# ---- smvm_stream_tx_flat ----
Figure 1. Gate-type map (smvm_stream_tx_flat).
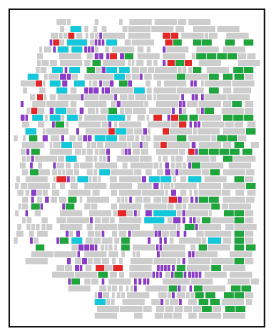

<file path="src/rtl/smvm_stream_tx_if.sv">
// smvm_stream_tx_if: SMVM input-stream beat bus between the transmit block and the SMVM core.
//   tx_valid  beat valid (master -> slave)
//   tx_ready  slave accepts beat; handshake = tx_valid & tx_ready
//   tx_val    header: rows; vector: element; matrix: signed non-zero value
//   tx_col    header: cols; vector: index; matrix: column index
//   tx_ipv    matrix beats only: first beat of a new row
//   tx_last   final beat of the command
interface smvm_stream_tx_if;
    logic       tx_valid;
    logic       tx_ready;
    logic [7:0] tx_val;
    logic [7:0] tx_col;
    logic       tx_ipv;
    logic       tx_last;
    modport master (output tx_valid, tx_val, tx_col, tx_ipv, tx_last, input tx_ready);
    modport slave  (input tx_valid, tx_val, tx_col, tx_ipv, tx_last, output tx_ready);
endinterface

</file>
<file path="src/rtl/smvm_stream_tx.sv">
// smvm_stream_tx: reads a dense vector and row-major matrix from a 1-cycle SRAM and emits the SMVM stream.
//   clk, rst_n            clock (rising edge), asynchronous active-low reset
//   start                 command strobe, accepted only while idle
//   rows_cfg, cols_cfg    matrix dimensions, legal range 1..DIM_MAX
//   busy, done, err       command in progress / completion pulse / rejected-start pulse
//   mem_rd_en, mem_addr   SRAM read request; mem_rdata returns the cycle after mem_rd_en
//   tx                    stream beat bus (master side)
module smvm_stream_tx #(
    parameter int ADDR_W   = 15,
    parameter int VEC_BASE = 0,
    parameter int MAT_BASE = 128,
    parameter int DIM_MAX  = 128
) (
    input  logic              clk,
    input  logic              rst_n,
    input  logic              start,
    input  logic [7:0]        rows_cfg,
    input  logic [7:0]        cols_cfg,
    output logic              busy,
    output logic              done,
    output logic              err,
    output logic              mem_rd_en,
    output logic [ADDR_W-1:0] mem_addr,
    input  logic [7:0]        mem_rdata,
    smvm_stream_tx_if.master  tx
);
    typedef enum logic [2:0] {IDLE, HDR, VEC, MAT, DRAIN} state_t;
    typedef struct packed {
        logic [7:0] val;
        logic [7:0] col;
        logic       ipv;
        logic       last;
    } beat_t;

    state_t            state_q, state_d;
    beat_t             fifo_q [2];
    beat_t             fifo_d [2];
    logic              wr_ptr_q, wr_ptr_d, rd_ptr_q, rd_ptr_d;
    logic [1:0]        cnt_q, cnt_d;
    logic [7:0]        rows_q, rows_d, cols_q, cols_d, c_q, c_d, r_q, r_d;
    logic [ADDR_W-1:0] base_q, base_d;
    logic              rv_q, rv_d, rmat_q, rmat_d, rlc_q, rlc_d;
    logic [7:0]        rcol_q, rcol_d;
    logic              row_nz_q, row_nz_d;
    beat_t             held_q, held_d;
    logic              held_v_q, held_v_d;
    logic              busy_q, busy_d, done_q, done_d, err_q, err_d;

    logic       pop, rd_en, lc, legal, accept, vret, nz, mcand, flush, push;
    logic [2:0] occ;
    beat_t      mbeat, push_beat;

    always_comb begin
        pop    = (cnt_q != 2'd0) && tx.tx_ready;
        // Occupancy the FIFO will have once the outstanding read lands, net of this cycle's pop.
        occ    = {1'b0, cnt_q} + {2'b0, rv_q} - {2'b0, pop};
        rd_en  = (state_q inside {HDR, VEC, MAT}) && (occ < 3'd2);
        lc     = c_q == cols_q - 8'd1;
        legal  = (rows_cfg != 8'd0) && ({1'b0, rows_cfg} <= 9'(DIM_MAX)) &&
                 (cols_cfg != 8'd0) && ({1'b0, cols_cfg} <= 9'(DIM_MAX));
        accept = (state_q == IDLE) && start && legal;
        vret   = rv_q && !rmat_q;
        nz     = mem_rdata != 8'd0;
        // Matrix beat candidate: any non-zero, or the marker for a row that produced nothing.
        mcand  = rv_q && rmat_q && (nz || (rlc_q && !row_nz_q));
        mbeat  = beat_t'{mem_rdata, nz ? rcol_q : 8'd0, !row_nz_q, 1'b0};
        // The newest matrix beat is held back until a successor exists, so the final one can
        // carry tx_last; it is flushed once the last read has returned.
        flush  = (state_q == DRAIN) && !rv_q && held_v_q && (cnt_q != 2'd2 || pop);
        push   = accept || vret || (mcand && held_v_q) || flush;
        push_beat = accept ? beat_t'{rows_cfg, cols_cfg, 1'b0, 1'b0} :
                    vret   ? beat_t'{mem_rdata, rcol_q, 1'b0, 1'b0} :
                    flush  ? beat_t'{held_q.val, held_q.col, held_q.ipv, 1'b1} : held_q;
        fifo_d = fifo_q;
        if (push) fifo_d[wr_ptr_q] = push_beat;
        wr_ptr_d = wr_ptr_q ^ push;
        rd_ptr_d = rd_ptr_q ^ pop;
        cnt_d    = cnt_q + {1'b0, push} - {1'b0, pop};
        held_d   = mcand ? mbeat : held_q;
        held_v_d = mcand || (held_v_q && !flush);
        row_nz_d = (rv_q && rmat_q) ? (!rlc_q && (row_nz_q || nz)) : row_nz_q;
        rv_d     = rd_en;
        rmat_d   = state_q == MAT;
        rcol_d   = c_q;
        rlc_d    = lc;
        state_d  = state_q;
        rows_d   = rows_q;
        cols_d   = cols_q;
        c_d      = c_q;
        r_d      = r_q;
        base_d   = base_q;
        busy_d   = busy_q;
        done_d   = 1'b0;
        err_d    = (state_q == IDLE) && start && !legal;
        if (accept) begin
            state_d = HDR;
            rows_d  = rows_cfg;
            cols_d  = cols_cfg;
            c_d     = 8'd0;
            r_d     = 8'd0;
            base_d  = '0;
            busy_d  = 1'b1;
        end
        if (rd_en) begin
            c_d = lc ? 8'd0 : c_q + 8'd1;
            if (state_q == MAT) begin
                if (lc) begin
                    r_d    = r_q + 8'd1;
                    base_d = base_q + {{(ADDR_W-8){1'b0}}, cols_q};
                    if (r_q == rows_q - 8'd1) state_d = DRAIN;
                end
            end else begin
                state_d = lc ? MAT : VEC;
            end
        end
        if ((state_q == DRAIN) && !rv_q && !held_v_q && (cnt_d == 2'd0)) begin
            state_d = IDLE;
            busy_d  = 1'b0;
            done_d  = 1'b1;
        end
    end

    always_ff @(posedge clk or negedge rst_n) begin
        if (!rst_n) begin
            state_q  <= IDLE;
            fifo_q[0] <= '0;
            fifo_q[1] <= '0;
            wr_ptr_q <= 1'b0;
            rd_ptr_q <= 1'b0;
            cnt_q    <= 2'd0;
            rows_q   <= 8'd0;
            cols_q   <= 8'd0;
            c_q      <= 8'd0;
            r_q      <= 8'd0;
            base_q   <= '0;
            rv_q     <= 1'b0;
            rmat_q   <= 1'b0;
            rlc_q    <= 1'b0;
            rcol_q   <= 8'd0;
            row_nz_q <= 1'b0;
            held_q   <= '0;
            held_v_q <= 1'b0;
            busy_q   <= 1'b0;
            done_q   <= 1'b0;
            err_q    <= 1'b0;
        end else begin
            state_q  <= state_d;
            fifo_q   <= fifo_d;
            wr_ptr_q <= wr_ptr_d;
            rd_ptr_q <= rd_ptr_d;
            cnt_q    <= cnt_d;
            rows_q   <= rows_d;
            cols_q   <= cols_d;
            c_q      <= c_d;
            r_q      <= r_d;
            base_q   <= base_d;
            rv_q     <= rv_d;
            rmat_q   <= rmat_d;
            rlc_q    <= rlc_d;
            rcol_q   <= rcol_d;
            row_nz_q <= row_nz_d;
            held_q   <= held_d;
            held_v_q <= held_v_d;
            busy_q   <= busy_d;
            done_q   <= done_d;
            err_q    <= err_d;
        end
    end

    assign busy       = busy_q;
    assign done       = done_q;
    assign err        = err_q;
    assign mem_rd_en  = rd_en;
    assign mem_addr   = !rd_en ? '0 :
                        (state_q == MAT) ? ADDR_W'(MAT_BASE) + base_q + {{(ADDR_W-8){1'b0}}, c_q} :
                                           ADDR_W'(VEC_BASE) + {{(ADDR_W-8){1'b0}}, c_q};
    assign tx.tx_valid = cnt_q != 2'd0;
    assign tx.tx_val   = fifo_q[rd_ptr_q].val;
    assign tx.tx_col   = fifo_q[rd_ptr_q].col;
    assign tx.tx_ipv   = fifo_q[rd_ptr_q].ipv;
    assign tx.tx_last  = fifo_q[rd_ptr_q].last;
endmodule

</file>
<file path="src/flat_wrapper.sv">
// flat-port wrapper written by rule: the top's interface ports become plain ports
module smvm_stream_tx_flat 
#(
    parameter int ADDR_W   = 15,
    parameter int VEC_BASE = 0,
    parameter int MAT_BASE = 128,
    parameter int DIM_MAX  = 128
)
  (clk, rst_n, start, rows_cfg, cols_cfg, busy, done, err, mem_rd_en, mem_addr, mem_rdata, tx_tx_valid, tx_tx_val, tx_tx_col, tx_tx_ipv, tx_tx_last, tx_tx_ready);
  smvm_stream_tx_if tx_i ();
  input  logic clk;
  input  logic rst_n;
  input  logic start;
  input  logic [7:0] rows_cfg;
  input  logic [7:0] cols_cfg;
  output logic busy;
  output logic done;
  output logic err;
  output logic mem_rd_en;
  output logic [ADDR_W-1:0] mem_addr;
  input  logic [7:0] mem_rdata;
  output wire logic [$bits(tx_i.tx_valid)-1:0] tx_tx_valid;
  output wire logic [$bits(tx_i.tx_val)-1:0] tx_tx_val;
  output wire logic [$bits(tx_i.tx_col)-1:0] tx_tx_col;
  output wire logic [$bits(tx_i.tx_ipv)-1:0] tx_tx_ipv;
  output wire logic [$bits(tx_i.tx_last)-1:0] tx_tx_last;
  input wire logic [$bits(tx_i.tx_ready)-1:0] tx_tx_ready;
  assign tx_tx_valid = tx_i.tx_valid;
  assign tx_tx_val = tx_i.tx_val;
  assign tx_tx_col = tx_i.tx_col;
  assign tx_tx_ipv = tx_i.tx_ipv;
  assign tx_tx_last = tx_i.tx_last;
  assign tx_i.tx_ready = tx_tx_ready;
  smvm_stream_tx #(.ADDR_W(ADDR_W), .VEC_BASE(VEC_BASE), .MAT_BASE(MAT_BASE), .DIM_MAX(DIM_MAX)) u_core (.clk(clk), .rst_n(rst_n), .start(start), .rows_cfg(rows_cfg), .cols_cfg(cols_cfg), .busy(busy), .done(done), .err(err), .mem_rd_en(mem_rd_en), .mem_addr(mem_addr), .mem_rdata(mem_rdata), .tx(tx_i));
endmodule
</file>
<file path="config.mk">
export PLATFORM = sky130hd
export DESIGN_NAME = smvm_stream_tx_flat
export DESIGN_NICKNAME = d
export VERILOG_FILES = /design/src/rtl/smvm_stream_tx_if.sv /design/src/rtl/smvm_stream_tx.sv /design/src/flat_wrapper.sv
export SDC_FILE = /design/constraint.sdc
export NUM_CORES = 1
export LEC_CHECK = 0
export CORE_ASPECT_RATIO = 1.25
export CORE_UTILIZATION = 58
export CTS_BUF_LIST = sky130_fd_sc_hd__clkbuf_16
export CTS_CLUSTER_DIAMETER = 40
export CTS_CLUSTER_SIZE = 10
export DETAILED_ROUTE_END_ITERATION = 10
export PLACE_DENSITY = 0.8
export SLEW_MARGIN = 40
export SYNTH_ARGS = -nofsm -noshare
export SYNTH_HDL_FRONTEND = slang
export SYNTH_SLANG_ARGS = --single-unit
</file>
<file path="constraint.sdc">
create_clock -name clk -period 4.12 [get_ports clk]
set_input_delay 0.824 -clock clk [delete_from_list [all_inputs] [get_ports clk]]
set_output_delay 0.824 -clock clk [all_outputs]
set_load 0.02 [all_outputs]
</file>
# ---- selectable_output_n ----
===== src/rtl/selout_pkg.sv =====
// Shared types and default constants for the selectable output block.
// Crossfade support is enabled by defining SELOUT_RAMP_EN at build time.
package selout_pkg;

  localparam int SELOUT_NCH       = 8;
  localparam int SELOUT_W         = 16;
  localparam int SELOUT_SELW      = 6;
  localparam int SELOUT_RAMP_LOG2 = 8;

  typedef enum logic {
    IDLE = 1'b0,
    RAMP = 1'b1
  } selout_state_e;

endpackage


===== src/rtl/selout_ramp.sv =====
// Combinational crossfade interpolator:
//   y = a + floor(((b - a) * (cnt + 1)) / 2**RAMP_LOG2)
// The difference is carried at W+1 bits and the product at W+1+RAMP_LOG2
// bits, so the result always lies between a and b and never wraps.
module selout_ramp
  import selout_pkg::*;
#(
  parameter int W         = SELOUT_W,
  parameter int RAMP_LOG2 = SELOUT_RAMP_LOG2
) (
  input  logic signed [W-1:0]         a,
  input  logic signed [W-1:0]         b,
  input  logic        [RAMP_LOG2-1:0] cnt,
  output logic signed [W-1:0]         y
);

  localparam int PW = W + 1 + RAMP_LOG2;

  logic signed [W:0]           diff;
  logic        [RAMP_LOG2:0]   step;
  logic signed [PW-1:0]        prod;

  // Difference, step weight and scaled product; the arithmetic shift floors.
  always_comb begin
    diff = {b[W-1], b} - {a[W-1], a};
    step = {1'b0, cnt} + (RAMP_LOG2 + 1)'(1);
    prod = PW'(diff) * $signed({{W{1'b0}}, step});
    y    = W'(PW'(a) + (prod >>> RAMP_LOG2));
  end

endmodule


===== src/rtl/selectable_output_n.sv =====
// N-channel signed selector with an optional linear crossfade between the
// old and the new channel on every select change.
// Build option: SELOUT_RAMP_EN -- when defined, selection changes crossfade
// over 2**RAMP_LOG2 cycles; when undefined, selection switches at once.
// Select values >= NCH are ignored in both builds.
module selectable_output_n
  import selout_pkg::*;
#(
  parameter int NCH       = SELOUT_NCH,
  parameter int W         = SELOUT_W,
  parameter int SELW      = SELOUT_SELW,
  parameter int RAMP_LOG2 = SELOUT_RAMP_LOG2
) (
  input  logic                 clk,
  input  logic                 rst,
  input  logic [SELW-1:0]      sel,
  input  logic [NCH*W-1:0]     in_bus,
  output logic signed [W-1:0]  out,
  output logic [SELW-1:0]      sel_act,
  output logic                 busy,
  output selout_state_e        state_dbg
);

  if (NCH < 2 || NCH > (1 << SELW) || RAMP_LOG2 < 1 || RAMP_LOG2 > 12) begin : g_bad_param
    $error("selectable_output_n: illegal NCH/SELW/RAMP_LOG2 combination");
  end

  logic                sel_valid;
  logic signed [W-1:0] act_val;

  assign sel_valid = (32'(sel) < NCH);

  // Value of the committed channel.
  always_comb begin
    act_val = '0;
    for (int k = 0; k < NCH; k++)
      if (sel_act == SELW'(k)) act_val = in_bus[k*W +: W];
  end

`ifdef SELOUT_RAMP_EN

  selout_state_e         state, state_nx;
  logic [RAMP_LOG2-1:0]  cnt;
  logic [SELW-1:0]       src, dst;
  logic signed [W-1:0]   src_val, dst_val, ramp_val;
  logic                  start, ramp_last;

  // Values of the crossfade source and destination channels.
  always_comb begin
    src_val = '0;
    dst_val = '0;
    for (int k = 0; k < NCH; k++) begin
      if (src == SELW'(k)) src_val = in_bus[k*W +: W];
      if (dst == SELW'(k)) dst_val = in_bus[k*W +: W];
    end
  end

  selout_ramp #(
    .W         (W),
    .RAMP_LOG2 (RAMP_LOG2)
  ) u_ramp (
    .a   (src_val),
    .b   (dst_val),
    .cnt (cnt),
    .y   (ramp_val)
  );

  // A new valid channel is only accepted while idle; changes during a
  // crossfade are looked at again on the first idle cycle.
  assign start     = (state == IDLE) && sel_valid && (sel != sel_act);
  assign ramp_last = (cnt == '1);

  // State register.
  always_ff @(posedge clk) begin
    if (rst) state <= IDLE;
    else     state <= state_nx;
  end

  // Next-state logic.
  always_comb begin
    state_nx = state;
    case (state)
      IDLE:    if (start)     state_nx = RAMP;
      RAMP:    if (ramp_last) state_nx = IDLE;
      default: state_nx = IDLE;
    endcase
  end

  // Datapath registers: output sample, committed channel and ramp bookkeeping.
  always_ff @(posedge clk) begin
    if (rst) begin
      out     <= '0;
      sel_act <= '0;
      cnt     <= '0;
      src     <= '0;
      dst     <= '0;
    end else begin
      case (state)
        IDLE: begin
          out <= act_val;
          if (start) begin
            src <= sel_act;
            dst <= sel;
            cnt <= '0;
          end
        end
        RAMP: begin
          if (ramp_last) begin
            out     <= dst_val;
            sel_act <= dst;
          end else begin
            out <= ramp_val;
            cnt <= cnt + RAMP_LOG2'(1);
          end
        end
        default: ;
      endcase
    end
  end

  // Status outputs decoded from the state.
  always_comb begin
    busy      = (state == RAMP);
    state_dbg = state;
  end

`else

  logic signed [W-1:0] sel_val;

  // Value of the requested channel.
  always_comb begin
    sel_val = '0;
    for (int k = 0; k < NCH; k++)
      if (sel == SELW'(k)) sel_val = in_bus[k*W +: W];
  end

  // Immediate switch on a valid select; otherwise keep following sel_act.
  always_ff @(posedge clk) begin
    if (rst) begin
      out     <= '0;
      sel_act <= '0;
    end else if (sel_valid) begin
      out     <= sel_val;
      sel_act <= sel;
    end else begin
      out <= act_val;
    end
  end

  // No crossfade machine in this build.
  always_comb begin
    busy      = 1'b0;
    state_dbg = IDLE;
  end

`endif

endmodule


===== config.mk =====
export PLATFORM = sky130hd
export DESIGN_NAME = selectable_output_n
export DESIGN_NICKNAME = d
export VERILOG_FILES = /design/src/rtl/selout_pkg.sv /design/src/rtl/selout_ramp.sv /design/src/rtl/selectable_output_n.sv
export SDC_FILE = /design/constraint.sdc
export NUM_CORES = 1
export LEC_CHECK = 0
export CORE_ASPECT_RATIO = 0.6
export CORE_MARGIN = 3
export CORE_UTILIZATION = 40
export DETAILED_ROUTE_END_ITERATION = 7
export PLACE_DENSITY_LB_ADDON = 0.08
export SYNTH_ARGS = -nofsm -noshare
export SYNTH_HDL_FRONTEND = slang
export SYNTH_SLANG_ARGS = --single-unit
export TNS_END_PERCENT = 1

===== constraint.sdc =====
create_clock -name clk -period 2.04 [get_ports clk]
set_input_delay 0.408 -clock clk [delete_from_list [all_inputs] [get_ports clk]]
set_output_delay 0.408 -clock clk [all_outputs]
set_load 0.02 [all_outputs]

# ---- uart_cmd_parser ----
**src/rtl/uart_cmd_parser.sv**
```systemverilog
// uart_cmd_parser: turns the UART RX byte stream into validated
// <cmd><val0><val1><CR|LF> frames for the cold-storage controller.
// Ports: clk, rst (sync, active-high), rx_data/rx_valid (byte strobe),
//   chr_cmd/chr_val0/chr_val1 (committed frame), rx_msg_done (held
//   DONE_CYCLES per commit), frame_err (1-cycle reject pulse).
// Optional: `define UART_CMD_PARSER_STATS_EN adds stats_clr, err_count,
//   ovr_count (saturating reject / pending-overwrite counters).
module uart_cmd_parser #(
    parameter int CLK_HZ         = 1_000_000,
    parameter int TIMEOUT_CYCLES = 100_000,
    parameter int DONE_CYCLES    = 16
) (
    input  logic       clk,
    input  logic       rst,
    input  logic [7:0] rx_data,
    input  logic       rx_valid,
`ifdef UART_CMD_PARSER_STATS_EN
    input  logic       stats_clr,
    output logic [7:0] err_count,
    output logic [7:0] ovr_count,
`endif
    output logic [7:0] chr_cmd,
    output logic [7:0] chr_val0,
    output logic [7:0] chr_val1,
    output logic       rx_msg_done,
    output logic       frame_err
);

    localparam int TW = $clog2(TIMEOUT_CYCLES + 1);
    localparam int HW = $clog2(DONE_CYCLES + 1);

    if (DONE_CYCLES < 2 || CLK_HZ < 1) begin : g_bad_cfg
        $error("uart_cmd_parser: bad parameters");
    end

    typedef enum logic [1:0] {
        S_IDLE,
        S_VAL0,
        S_VAL1,
        S_TERM
    } state_t;

    state_t          r_state;
    state_t          w_next;
    logic [TW-1:0]   r_tcnt;
    logic [HW-1:0]   r_hold;
    logic [7:0]      r_cmd;
    logic [7:0]      r_val0;
    logic [7:0]      r_val1;
    logic [7:0]      r_pend_cmd;
    logic [7:0]      r_pend_val0;
    logic [7:0]      r_pend_val1;
    logic            r_pend;
    logic            r_done_q;

    logic w_ws;
    logic w_cmd_ok;
    logic w_is_l;
    logic w_bit;
    logic w_dig;
    logic w_eol;
    logic w_timeout;
    logic w_commit;
    logic w_err;
    logic w_complete;
    logic w_ld_cmd;
    logic w_ld_v0;
    logic w_ld_v1;

    assign w_ws     = rx_data inside {8'h0D, 8'h0A, 8'h20};
    assign w_cmd_ok = rx_data inside {[8'h41:8'h44], 8'h4C,
                                      [8'h61:8'h64], 8'h6C};
    assign w_is_l   = (r_cmd == 8'h4C);
    assign w_bit    = rx_data inside {8'h30, 8'h31};
    assign w_dig    = rx_data inside {[8'h30:8'h39]};
    assign w_eol    = rx_data inside {8'h0D, 8'h0A};

    // A byte arriving this cycle always beats the timeout.
    assign w_timeout = (r_state != S_IDLE) && !rx_valid &&
                       (r_tcnt == TW'(TIMEOUT_CYCLES));

    // Two low cycles seen (now and previous) guarantee a fresh rising edge.
    assign w_commit = r_pend && !rx_msg_done && !r_done_q;

    always_comb begin
        w_next     = r_state;
        w_err      = 1'b0;
        w_complete = 1'b0;
        w_ld_cmd   = 1'b0;
        w_ld_v0    = 1'b0;
        w_ld_v1    = 1'b0;
        if (w_timeout) begin
            w_err  = 1'b1;
            w_next = S_IDLE;
        end else if (rx_valid) begin
            unique case (r_state)
                S_IDLE: begin
                    if (w_cmd_ok) begin
                        w_ld_cmd = 1'b1;
                        w_next   = S_VAL0;
                    end else if (!w_ws) begin
                        w_err = 1'b1;
                    end
                end
                S_VAL0: begin
                    if (w_is_l ? w_bit : (w_dig || rx_data == 8'h2D)) begin
                        w_ld_v0 = 1'b1;
                        w_next  = S_VAL1;
                    end else begin
                        w_err  = 1'b1;
                        w_next = S_IDLE;
                    end
                end
                S_VAL1: begin
                    if (w_is_l ? w_bit : w_dig) begin
                        w_ld_v1 = 1'b1;
                        w_next  = S_TERM;
                    end else begin
                        w_err  = 1'b1;
                        w_next = S_IDLE;
                    end
                end
                S_TERM: begin
                    w_complete = w_eol;
                    w_err      = !w_eol;
                    w_next     = S_IDLE;
                end
                default: w_next = S_IDLE;
            endcase
        end
    end

    always_ff @(posedge clk) begin
        if (rst) begin
            r_state     <= S_IDLE;
            r_tcnt      <= '0;
            r_hold      <= '0;
            r_cmd       <= 8'h20;
            r_val0      <= 8'h20;
            r_val1      <= 8'h20;
            r_pend_cmd  <= 8'h20;
            r_pend_val0 <= 8'h20;
            r_pend_val1 <= 8'h20;
            r_pend      <= 1'b0;
            r_done_q    <= 1'b0;
            chr_cmd     <= 8'h20;
            chr_val0    <= 8'h20;
            chr_val1    <= 8'h20;
            rx_msg_done <= 1'b0;
            frame_err   <= 1'b0;
        end else begin
            r_state   <= w_next;
            frame_err <= w_err;
            r_done_q  <= rx_msg_done;

            if (r_state == S_IDLE || rx_valid || w_timeout)
                r_tcnt <= '0;
            else
                r_tcnt <= r_tcnt + 1'b1;

            // Only letters reach here, so clearing bit 5 uppercases.
            if (w_ld_cmd) r_cmd  <= rx_data & 8'hDF;
            if (w_ld_v0)  r_val0 <= rx_data;
            if (w_ld_v1)  r_val1 <= rx_data;

            if (w_complete) begin
                r_pend_cmd  <= r_cmd;
                r_pend_val0 <= r_val0;
                r_pend_val1 <= r_val1;
            end

            // A frame completing on the commit edge stays pending.
            if (w_complete)
                r_pend <= 1'b1;
            else if (w_commit)
                r_pend <= 1'b0;

            if (w_commit) begin
                chr_cmd     <= r_pend_cmd;
                chr_val0    <= r_pend_val0;
                chr_val1    <= r_pend_val1;
                rx_msg_done <= 1'b1;
                r_hold      <= HW'(DONE_CYCLES - 1);
            end else if (rx_msg_done) begin
                if (r_hold == '0)
                    rx_msg_done <= 1'b0;
                else
                    r_hold <= r_hold - 1'b1;
            end
        end
    end

`ifdef UART_CMD_PARSER_STATS_EN
    logic w_ovr;

    // Pending consumed on this edge is not an overwrite.
    assign w_ovr = w_complete && r_pend && !w_commit;

    always_ff @(posedge clk) begin
        if (rst || stats_clr) begin
            err_count <= '0;
            ovr_count <= '0;
        end else begin
            if (w_err && err_count != 8'hFF)
                err_count <= err_count + 1'b1;
            if (w_ovr && ovr_count != 8'hFF)
                ovr_count <= ovr_count + 1'b1;
        end
    end
`endif

endmodule

```
**config.mk**
```make
export PLATFORM = sky130hd
export DESIGN_NAME = uart_cmd_parser
export DESIGN_NICKNAME = d
export VERILOG_FILES = /design/src/rtl/uart_cmd_parser.sv
export SDC_FILE = /design/constraint.sdc
export NUM_CORES = 1
export LEC_CHECK = 0
export ABC_AREA = 1
export CAP_MARGIN = 5
export CORE_MARGIN = 4
export CORE_UTILIZATION = 57
export CTS_CLUSTER_SIZE = 14
export DETAILED_ROUTE_END_ITERATION = 12
export GPL_TIMING_DRIVEN = 0
export PLACE_DENSITY_LB_ADDON = 0.12
export SYNTH_ARGS = -nofsm -noshare
export SYNTH_HDL_FRONTEND = slang
export SYNTH_SLANG_ARGS = --single-unit
```
**constraint.sdc**
```tcl
create_clock -name clk -period 1.7 [get_ports clk]
set_input_delay 0.17 -clock clk [delete_from_list [all_inputs] [get_ports clk]]
set_output_delay 0.17 -clock clk [all_outputs]
set_load 0.005 [all_outputs]
```
# ---- alu_arbiter ----
**src/rtl/alu_pkg.sv**
```systemverilog
// Shared definitions for the ALU and its two-requester arbiter/sequencer.
package alu_pkg;

  // Default operand/result width of the datapath.
  localparam int ALU_W_DEFAULT = 32;

  // Width of the ALU operation select.
  localparam int ALU_SEL_W = 2;

  // Operation select encodings understood by the ALU.
  localparam logic [ALU_SEL_W-1:0] SEL_AND = 2'b00;
  localparam logic [ALU_SEL_W-1:0] SEL_OR  = 2'b01;
  localparam logic [ALU_SEL_W-1:0] SEL_ADD = 2'b10;
  localparam logic [ALU_SEL_W-1:0] SEL_SUB = 2'b11;

  // Sequencer states: wait for a request, run the ALU, hold the result.
  typedef enum logic [1:0] {
    IDLE = 2'b00,
    EXEC = 2'b01,
    RESP = 2'b10
  } state_e;

endpackage

```
**src/rtl/alu.sv**
```systemverilog
// Combinational W-bit ALU: AND, OR, ADD, SUB with carry out.
// SUB is computed as a + ~b + 1, so CarryOut is high when a >= b (no borrow).
module alu
  import alu_pkg::*;
#(
  parameter int W = ALU_W_DEFAULT
) (
  input  logic [W-1:0]         a,
  input  logic [W-1:0]         b,
  input  logic [ALU_SEL_W-1:0] sel,
  output logic [W-1:0]         out,
  output logic                 carry_out
);

  logic [W:0] sum_wide;

  // Select the operation; carry is only meaningful for the arithmetic ops.
  always_comb begin
    sum_wide  = '0;
    out       = '0;
    carry_out = 1'b0;
    case (sel)
      SEL_AND: out = a & b;
      SEL_OR:  out = a | b;
      SEL_ADD: begin
        sum_wide  = {1'b0, a} + {1'b0, b};
        out       = sum_wide[W-1:0];
        carry_out = sum_wide[W];
      end
      default: begin
        sum_wide  = {1'b0, a} + {1'b0, ~b} + {{W{1'b0}}, 1'b1};
        out       = sum_wide[W-1:0];
        carry_out = sum_wide[W];
      end
    endcase
  end

endmodule

```
**src/rtl/alu_arbiter.sv**
```systemverilog
// Round-robin arbiter and sequencer sharing one ALU between two requesters.
// One operation in flight at a time: IDLE (grant) -> EXEC (compute) -> RESP (hold).
module alu_arbiter
  import alu_pkg::*;
#(
  parameter int W  = ALU_W_DEFAULT,
  parameter int CW = 16
) (
  input  logic                 clk,
  input  logic                 reset,
  input  logic [1:0]           req_valid,
  output logic [1:0]           req_ready,
  input  logic [W-1:0]         req0_a,
  input  logic [W-1:0]         req0_b,
  input  logic [ALU_SEL_W-1:0] req0_sel,
  input  logic [W-1:0]         req1_a,
  input  logic [W-1:0]         req1_b,
  input  logic [ALU_SEL_W-1:0] req1_sel,
  output logic                 rsp_valid,
  input  logic                 rsp_ready,
  output logic [W-1:0]         rsp_out,
  output logic                 rsp_carry,
  output logic                 rsp_id,
  output logic                 busy,
  output logic [CW-1:0]        done_cnt0,
  output logic [CW-1:0]        done_cnt1
);

  state_e               state_q, state_d;
  logic                 last_grant_q, last_grant_d;
  logic [W-1:0]         a_q, a_d;
  logic [W-1:0]         b_q, b_d;
  logic [ALU_SEL_W-1:0] sel_q, sel_d;
  logic                 id_q, id_d;
  logic [W-1:0]         rsp_out_q, rsp_out_d;
  logic                 rsp_carry_q, rsp_carry_d;
  logic [CW-1:0]        cnt0_q, cnt0_d;
  logic [CW-1:0]        cnt1_q, cnt1_d;
  logic                 grant;
  logic [W-1:0]         alu_out;
  logic                 alu_carry;

  // The ALU only ever sees the latched operands, never the live request inputs.
  alu #(.W(W)) u_alu (
    .a         (a_q),
    .b         (b_q),
    .sel       (sel_q),
    .out       (alu_out),
    .carry_out (alu_carry)
  );

  // Round-robin pick: a lone requester wins; on contention the one not granted last wins.
  always_comb begin
    grant = 1'b0;
    if (req_valid == 2'b11) begin
      grant = ~last_grant_q;
    end else begin
      grant = req_valid[1];
    end
  end

  // Next-state, operand capture, result capture and saturating completion counts.
  always_comb begin
    state_d      = state_q;
    last_grant_d = last_grant_q;
    a_d          = a_q;
    b_d          = b_q;
    sel_d        = sel_q;
    id_d         = id_q;
    rsp_out_d    = rsp_out_q;
    rsp_carry_d  = rsp_carry_q;
    cnt0_d       = cnt0_q;
    cnt1_d       = cnt1_q;
    req_ready    = 2'b00;
    case (state_q)
      IDLE: begin
        if (|req_valid) begin
          req_ready    = grant ? 2'b10 : 2'b01;
          a_d          = grant ? req1_a : req0_a;
          b_d          = grant ? req1_b : req0_b;
          sel_d        = grant ? req1_sel : req0_sel;
          id_d         = grant;
          last_grant_d = grant;
          state_d      = EXEC;
        end
      end
      EXEC: begin
        rsp_out_d   = alu_out;
        rsp_carry_d = alu_carry;
        state_d     = RESP;
      end
      RESP: begin
        if (rsp_ready) begin
          if (id_q == 1'b0) begin
            if (cnt0_q != '1) cnt0_d = cnt0_q + CW'(1);
          end else begin
            if (cnt1_q != '1) cnt1_d = cnt1_q + CW'(1);
          end
          state_d = IDLE;
        end
      end
      default: state_d = IDLE;
    endcase
  end

  // State registers; reset discards any in-flight or held result.
  always_ff @(posedge clk) begin
    if (reset) begin
      state_q      <= IDLE;
      last_grant_q <= 1'b1;
      a_q          <= '0;
      b_q          <= '0;
      sel_q        <= '0;
      id_q         <= 1'b0;
      rsp_out_q    <= '0;
      rsp_carry_q  <= 1'b0;
      cnt0_q       <= '0;
      cnt1_q       <= '0;
    end else begin
      state_q      <= state_d;
      last_grant_q <= last_grant_d;
      a_q          <= a_d;
      b_q          <= b_d;
      sel_q        <= sel_d;
      id_q         <= id_d;
      rsp_out_q    <= rsp_out_d;
      rsp_carry_q  <= rsp_carry_d;
      cnt0_q       <= cnt0_d;
      cnt1_q       <= cnt1_d;
    end
  end

  assign rsp_valid = (state_q == RESP);
  assign busy      = (state_q != IDLE);
  assign rsp_out   = rsp_out_q;
  assign rsp_carry = rsp_carry_q;
  assign rsp_id    = id_q;
  assign done_cnt0 = cnt0_q;
  assign done_cnt1 = cnt1_q;

endmodule
```
**config.mk**
```make
export PLATFORM = sky130hd
export DESIGN_NAME = alu_arbiter
export DESIGN_NICKNAME = d
export VERILOG_FILES = /design/src/rtl/alu_pkg.sv /design/src/rtl/alu.sv /design/src/rtl/alu_arbiter.sv
export SDC_FILE = /design/constraint.sdc
export NUM_CORES = 1
export LEC_CHECK = 0
export CAP_MARGIN = 20
export CORE_MARGIN = 1.5
export CORE_UTILIZATION = 45
export DETAILED_ROUTE_END_ITERATION = 12
export HOLD_SLACK_MARGIN = 0.03
export PLACE_DENSITY = 0.71
export SLEW_MARGIN = 0
export SYNTH_ARGS = -nofsm -noshare
export SYNTH_HDL_FRONTEND = slang
export SYNTH_HIERARCHICAL = 1
export SYNTH_SLANG_ARGS = --single-unit
```
**constraint.sdc**
```tcl
create_clock -name clk -period 3.6 [get_ports clk]
set_clock_uncertainty 0.15 [all_clocks]
set_input_delay 0.9 -clock clk [delete_from_list [all_inputs] [get_ports clk]]
set_output_delay 0.9 -clock clk [all_outputs]
set_load 0.01 [all_outputs]
```
Figure 2. Sequential cells grouped by signal name (smvm_stream_tx_flat).
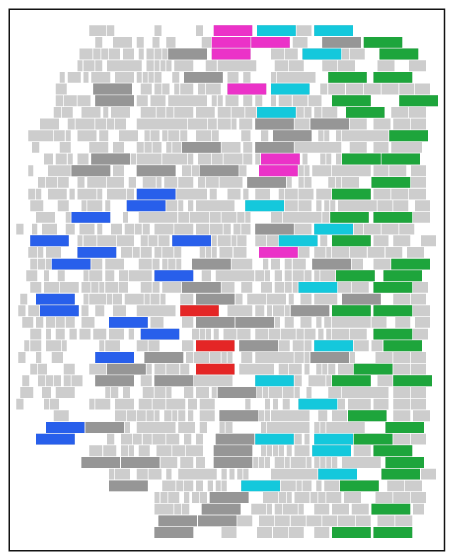
Red marks `u_core.state_q`, flops 3. Magenta marks `u_core.rcol_q`, flops 8, where top centre. Green marks `u_core.fifo_q`, flops 36, where a vertical strip on the right. Blue marks `u_core.base_q`, flops 15, where middle left. Cyan marks `u_core.held_q`, flops 17.
Another 44 sequential cells are not coloured.

## Picture notes: Figure 1
Red marks non-inverting ao/oa cells, cells 23. Green marks mux cells, cells 88, where widely spread. Purple marks nand cells, cells 153. Cyan marks fa/ha/maj cells, cells 36.

==> results.json, smvm_stream_tx_flat <==
{
  "die_w_um": 101,
  "synth.top_cell.area_share_pct": 43.2,
  "p_comb_share_pct": 43.4,
  "cp_num_cells": 13,
  "core_region_area_um2": 11800,
  "final.setup.worst_slack_ns": 0.0492,
  "largestRegisters": "u_core.fifo_q: 36 flops, u_core.held_q: 17 flops, u_core.base_q: 15 flops",
  "rr_endpoint": "u_core.r_q[5]",
  "status": "complete, no violations",
  "num_rows": 44,
  "top_layer": "met4",
  "largest_register": "u_core.fifo_q",
  "final_cell_mix": "dfrtp_1, nand2_1, mux2_2, clkdlybuf4s50_1, buf_4",
  "finalWorstPathRequiredPeriod_ns": 4.07,
  "numCtsBuffers": 17,
  "cts-root-buf": "clkbuf_16",
  "pg_comb_uw": 2560
}
Figure 3. M3 wires (selectable_output_n).
Bar = 20 µm.
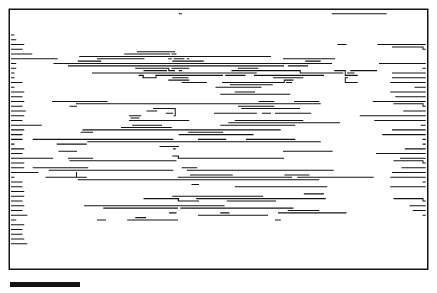
The longest straight run is 79.6 µm. 165 nets have wire on it. The layer holds 16% of the routed length. The layer carries 2140 µm of wire.

==> results.json, selectable_output_n <==
{
  "status": "complete, no violations",
  "antenna_cells": 0,
  "gp_congestion": 1.07,
  "largestRegisters": "out: 16 flops, sel_act: 6 flops",
  "cp.required_ns": 1.63,
  "dp_hpwl_mm": 11.0,
  "cts_tree": "yes",
  "clkCellAreaFrac_pct": 1.79,
  "ys_ff": 22,
  "sh_seq_area_pct": 8.98,
  "xor_area_share_pct": 0,
  "synth.top_cell.area_share_pct": 14.2,
  "nFlopsAndLatches": 22,
  "synth-edff-count": 0,
  "area_growth_syn_to_layout_pct": 60.2,
  "pwr-share-clk_pct": 25.2,
  "io_pins": 160,
  "final.setup.worst_slack_ns": 0.140,
  "p_per_area_nw_per_um2": 378,
  "routed_wl_mm": 13.8,
  "wl_met2_mm": 5.31,
  "switching_share_pct": 32.0,
  "setup-tns-final_ns": 0,
  "clockBufferDepth": 2,
  "clkbuf_count": 4,
  "area_leaders": "dfxtp_1, mux4_2, mux2i_1",
  "crit_path_end": "sel_act[0]",
  "setup_viol": 0,
  "adder_share_pct": 0
}
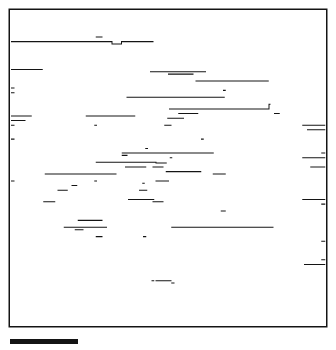
Figure 4: uart_cmd_parser, M3 wires.
Bar = 20 µm.
43 nets have wire on it. The layer carries 412 µm of wire.

==> results.json, uart_cmd_parser <==
{
  "status": "complete, no violations",
  "routed_wl_mm": 9.03,
  "post_cts_buffers": 0,
  "vias": 3590,
  "fill_cells": 583,
  "cpLargestDelayFamily": "simple AND/OR/NAND/NOR gates",
  "wl_met3_um": 412,
  "io_pins": 37,
  "grt_use_met1_pct": 28.0,
  "cp.required_ns": 1.98,
  "syn_avg_cell_area_um2": 7.71,
  "tightest_slew_ns": 0.566,
  "critPathCaptureType": "register",
  "buf_share_pct": 10.0,
  "setup-tns-final_ns": 0,
  "ant_nets": 0
}
Figure 5. Gate-type map (alu_arbiter).
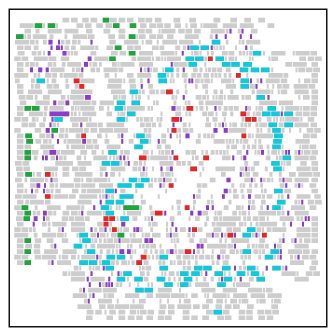
Cyan marks fa/ha/maj cells, cells 101. Green marks mux cells, cells 26. Red marks non-inverting ao/oa cells, cells 32. Purple marks nand cells, cells 178, where widely spread.

==> results.json, alu_arbiter <==
{
  "startpoint_type": "primary input",
  "hold_depth": 2,
  "status": "complete, no violations",
  "wl_met2_mm": 16.0,
  "hold_buffers": 0,
  "r2r-start": "b_q[0]",
  "maxCapViolations": 0,
  "hold_start": "rsp_out[16]",
  "ir_drop_v": 0.000350,
  "warning_count": 91,
  "adder_share_pct": 12.1,
  "post-route-cell-area_um2": 13400,
  "synth_cell_types": 86,
  "grtUsageMet2_pct": 46.9,
  "xor_area_share_pct": 2.08,
  "post_cts_buffers": 0,
  "buf_share_pct": 17.4,
  "cts_tree": "yes",
  "nFlopsAndLatches": 135,
  "cts-root-buf": "clkbuf_16",
  "synth-edff-count": 0,
  "cp.required_ns": 2.55
}


==> gallery <==
Signal wires on met2.
Cells faint in the background.
shot_01.png
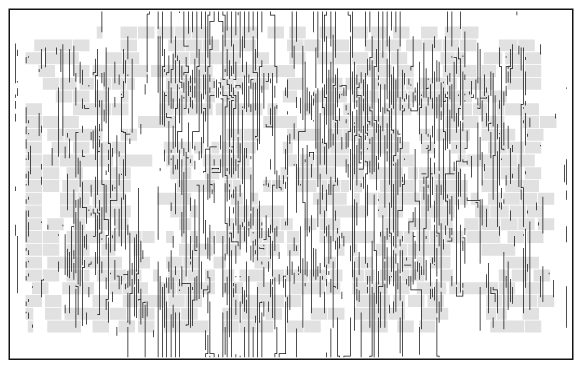
shot_02.png
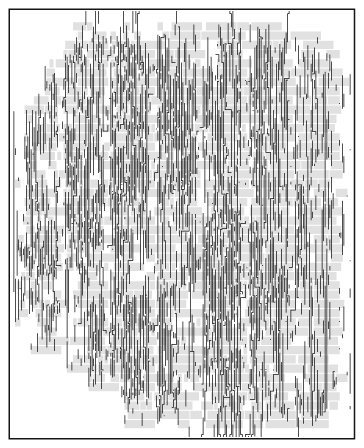
shot_03.png
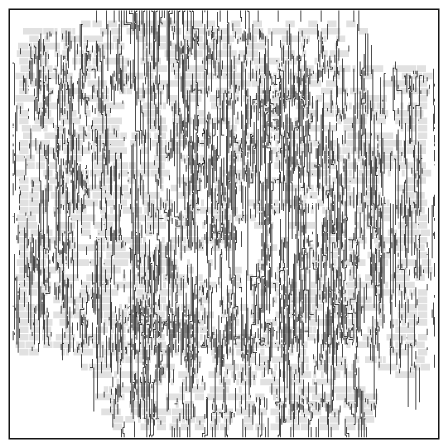
shot_04.png
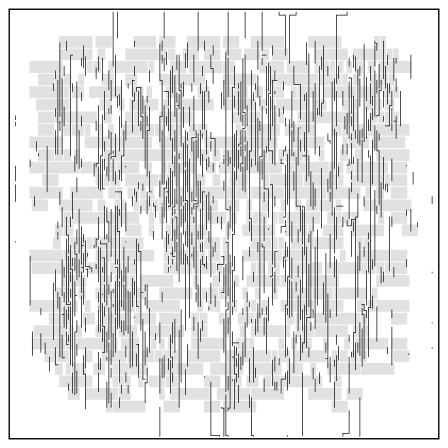
smvm_stream_tx_flat is shot_02.png.
uart_cmd_parser is shot_04.png.
selectable_output_n is shot_01.png.
alu_arbiter is shot_03.png.

Key to shot_02.png:
The layer holds 52% of the routed length. 783 nets have wire on it. The longest straight run is 54.1 µm. The layer carries 9570 µm of wire. The wires run mostly vertical.


==> layout pictures side by side <==
Congestion heat map.
panel A
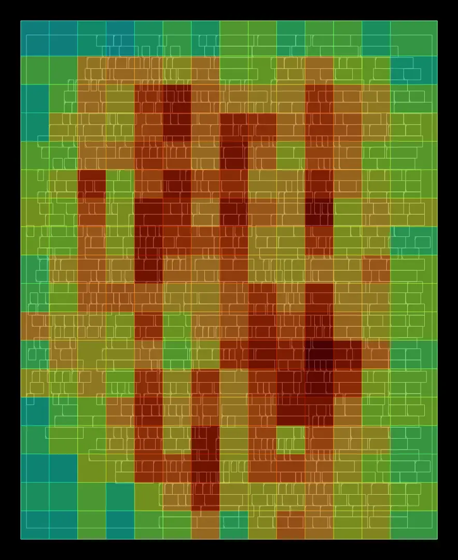
panel B
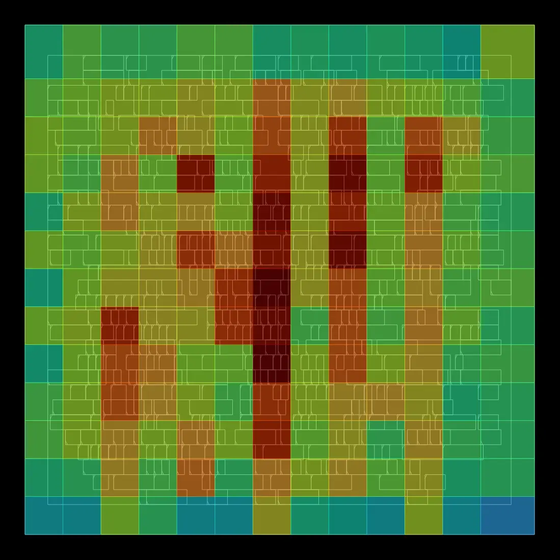
panel C
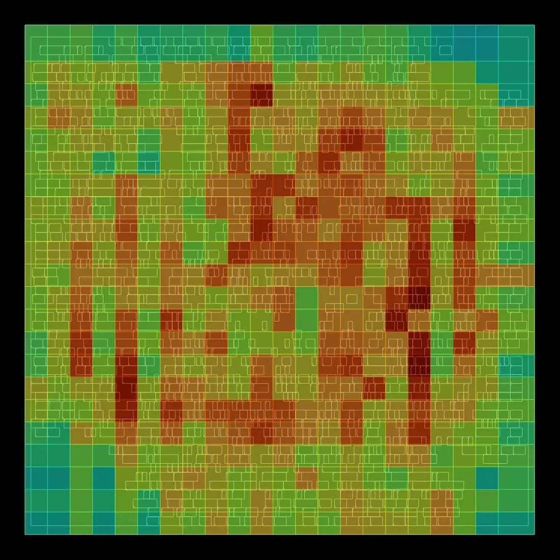
panel D
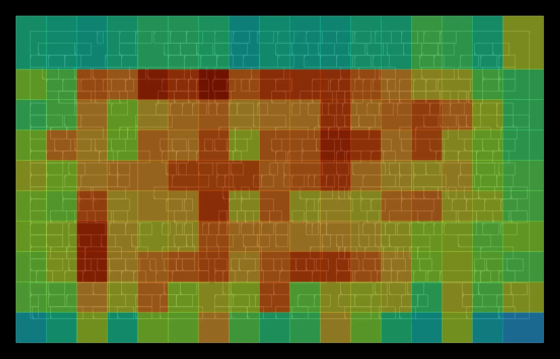
panel B -> uart_cmd_parser
panel D -> selectable_output_n
panel A -> smvm_stream_tx_flat
panel C -> alu_arbiter
Of these, lowest track usage: panel B

Power is estimated from default activity; no workload was simulated.
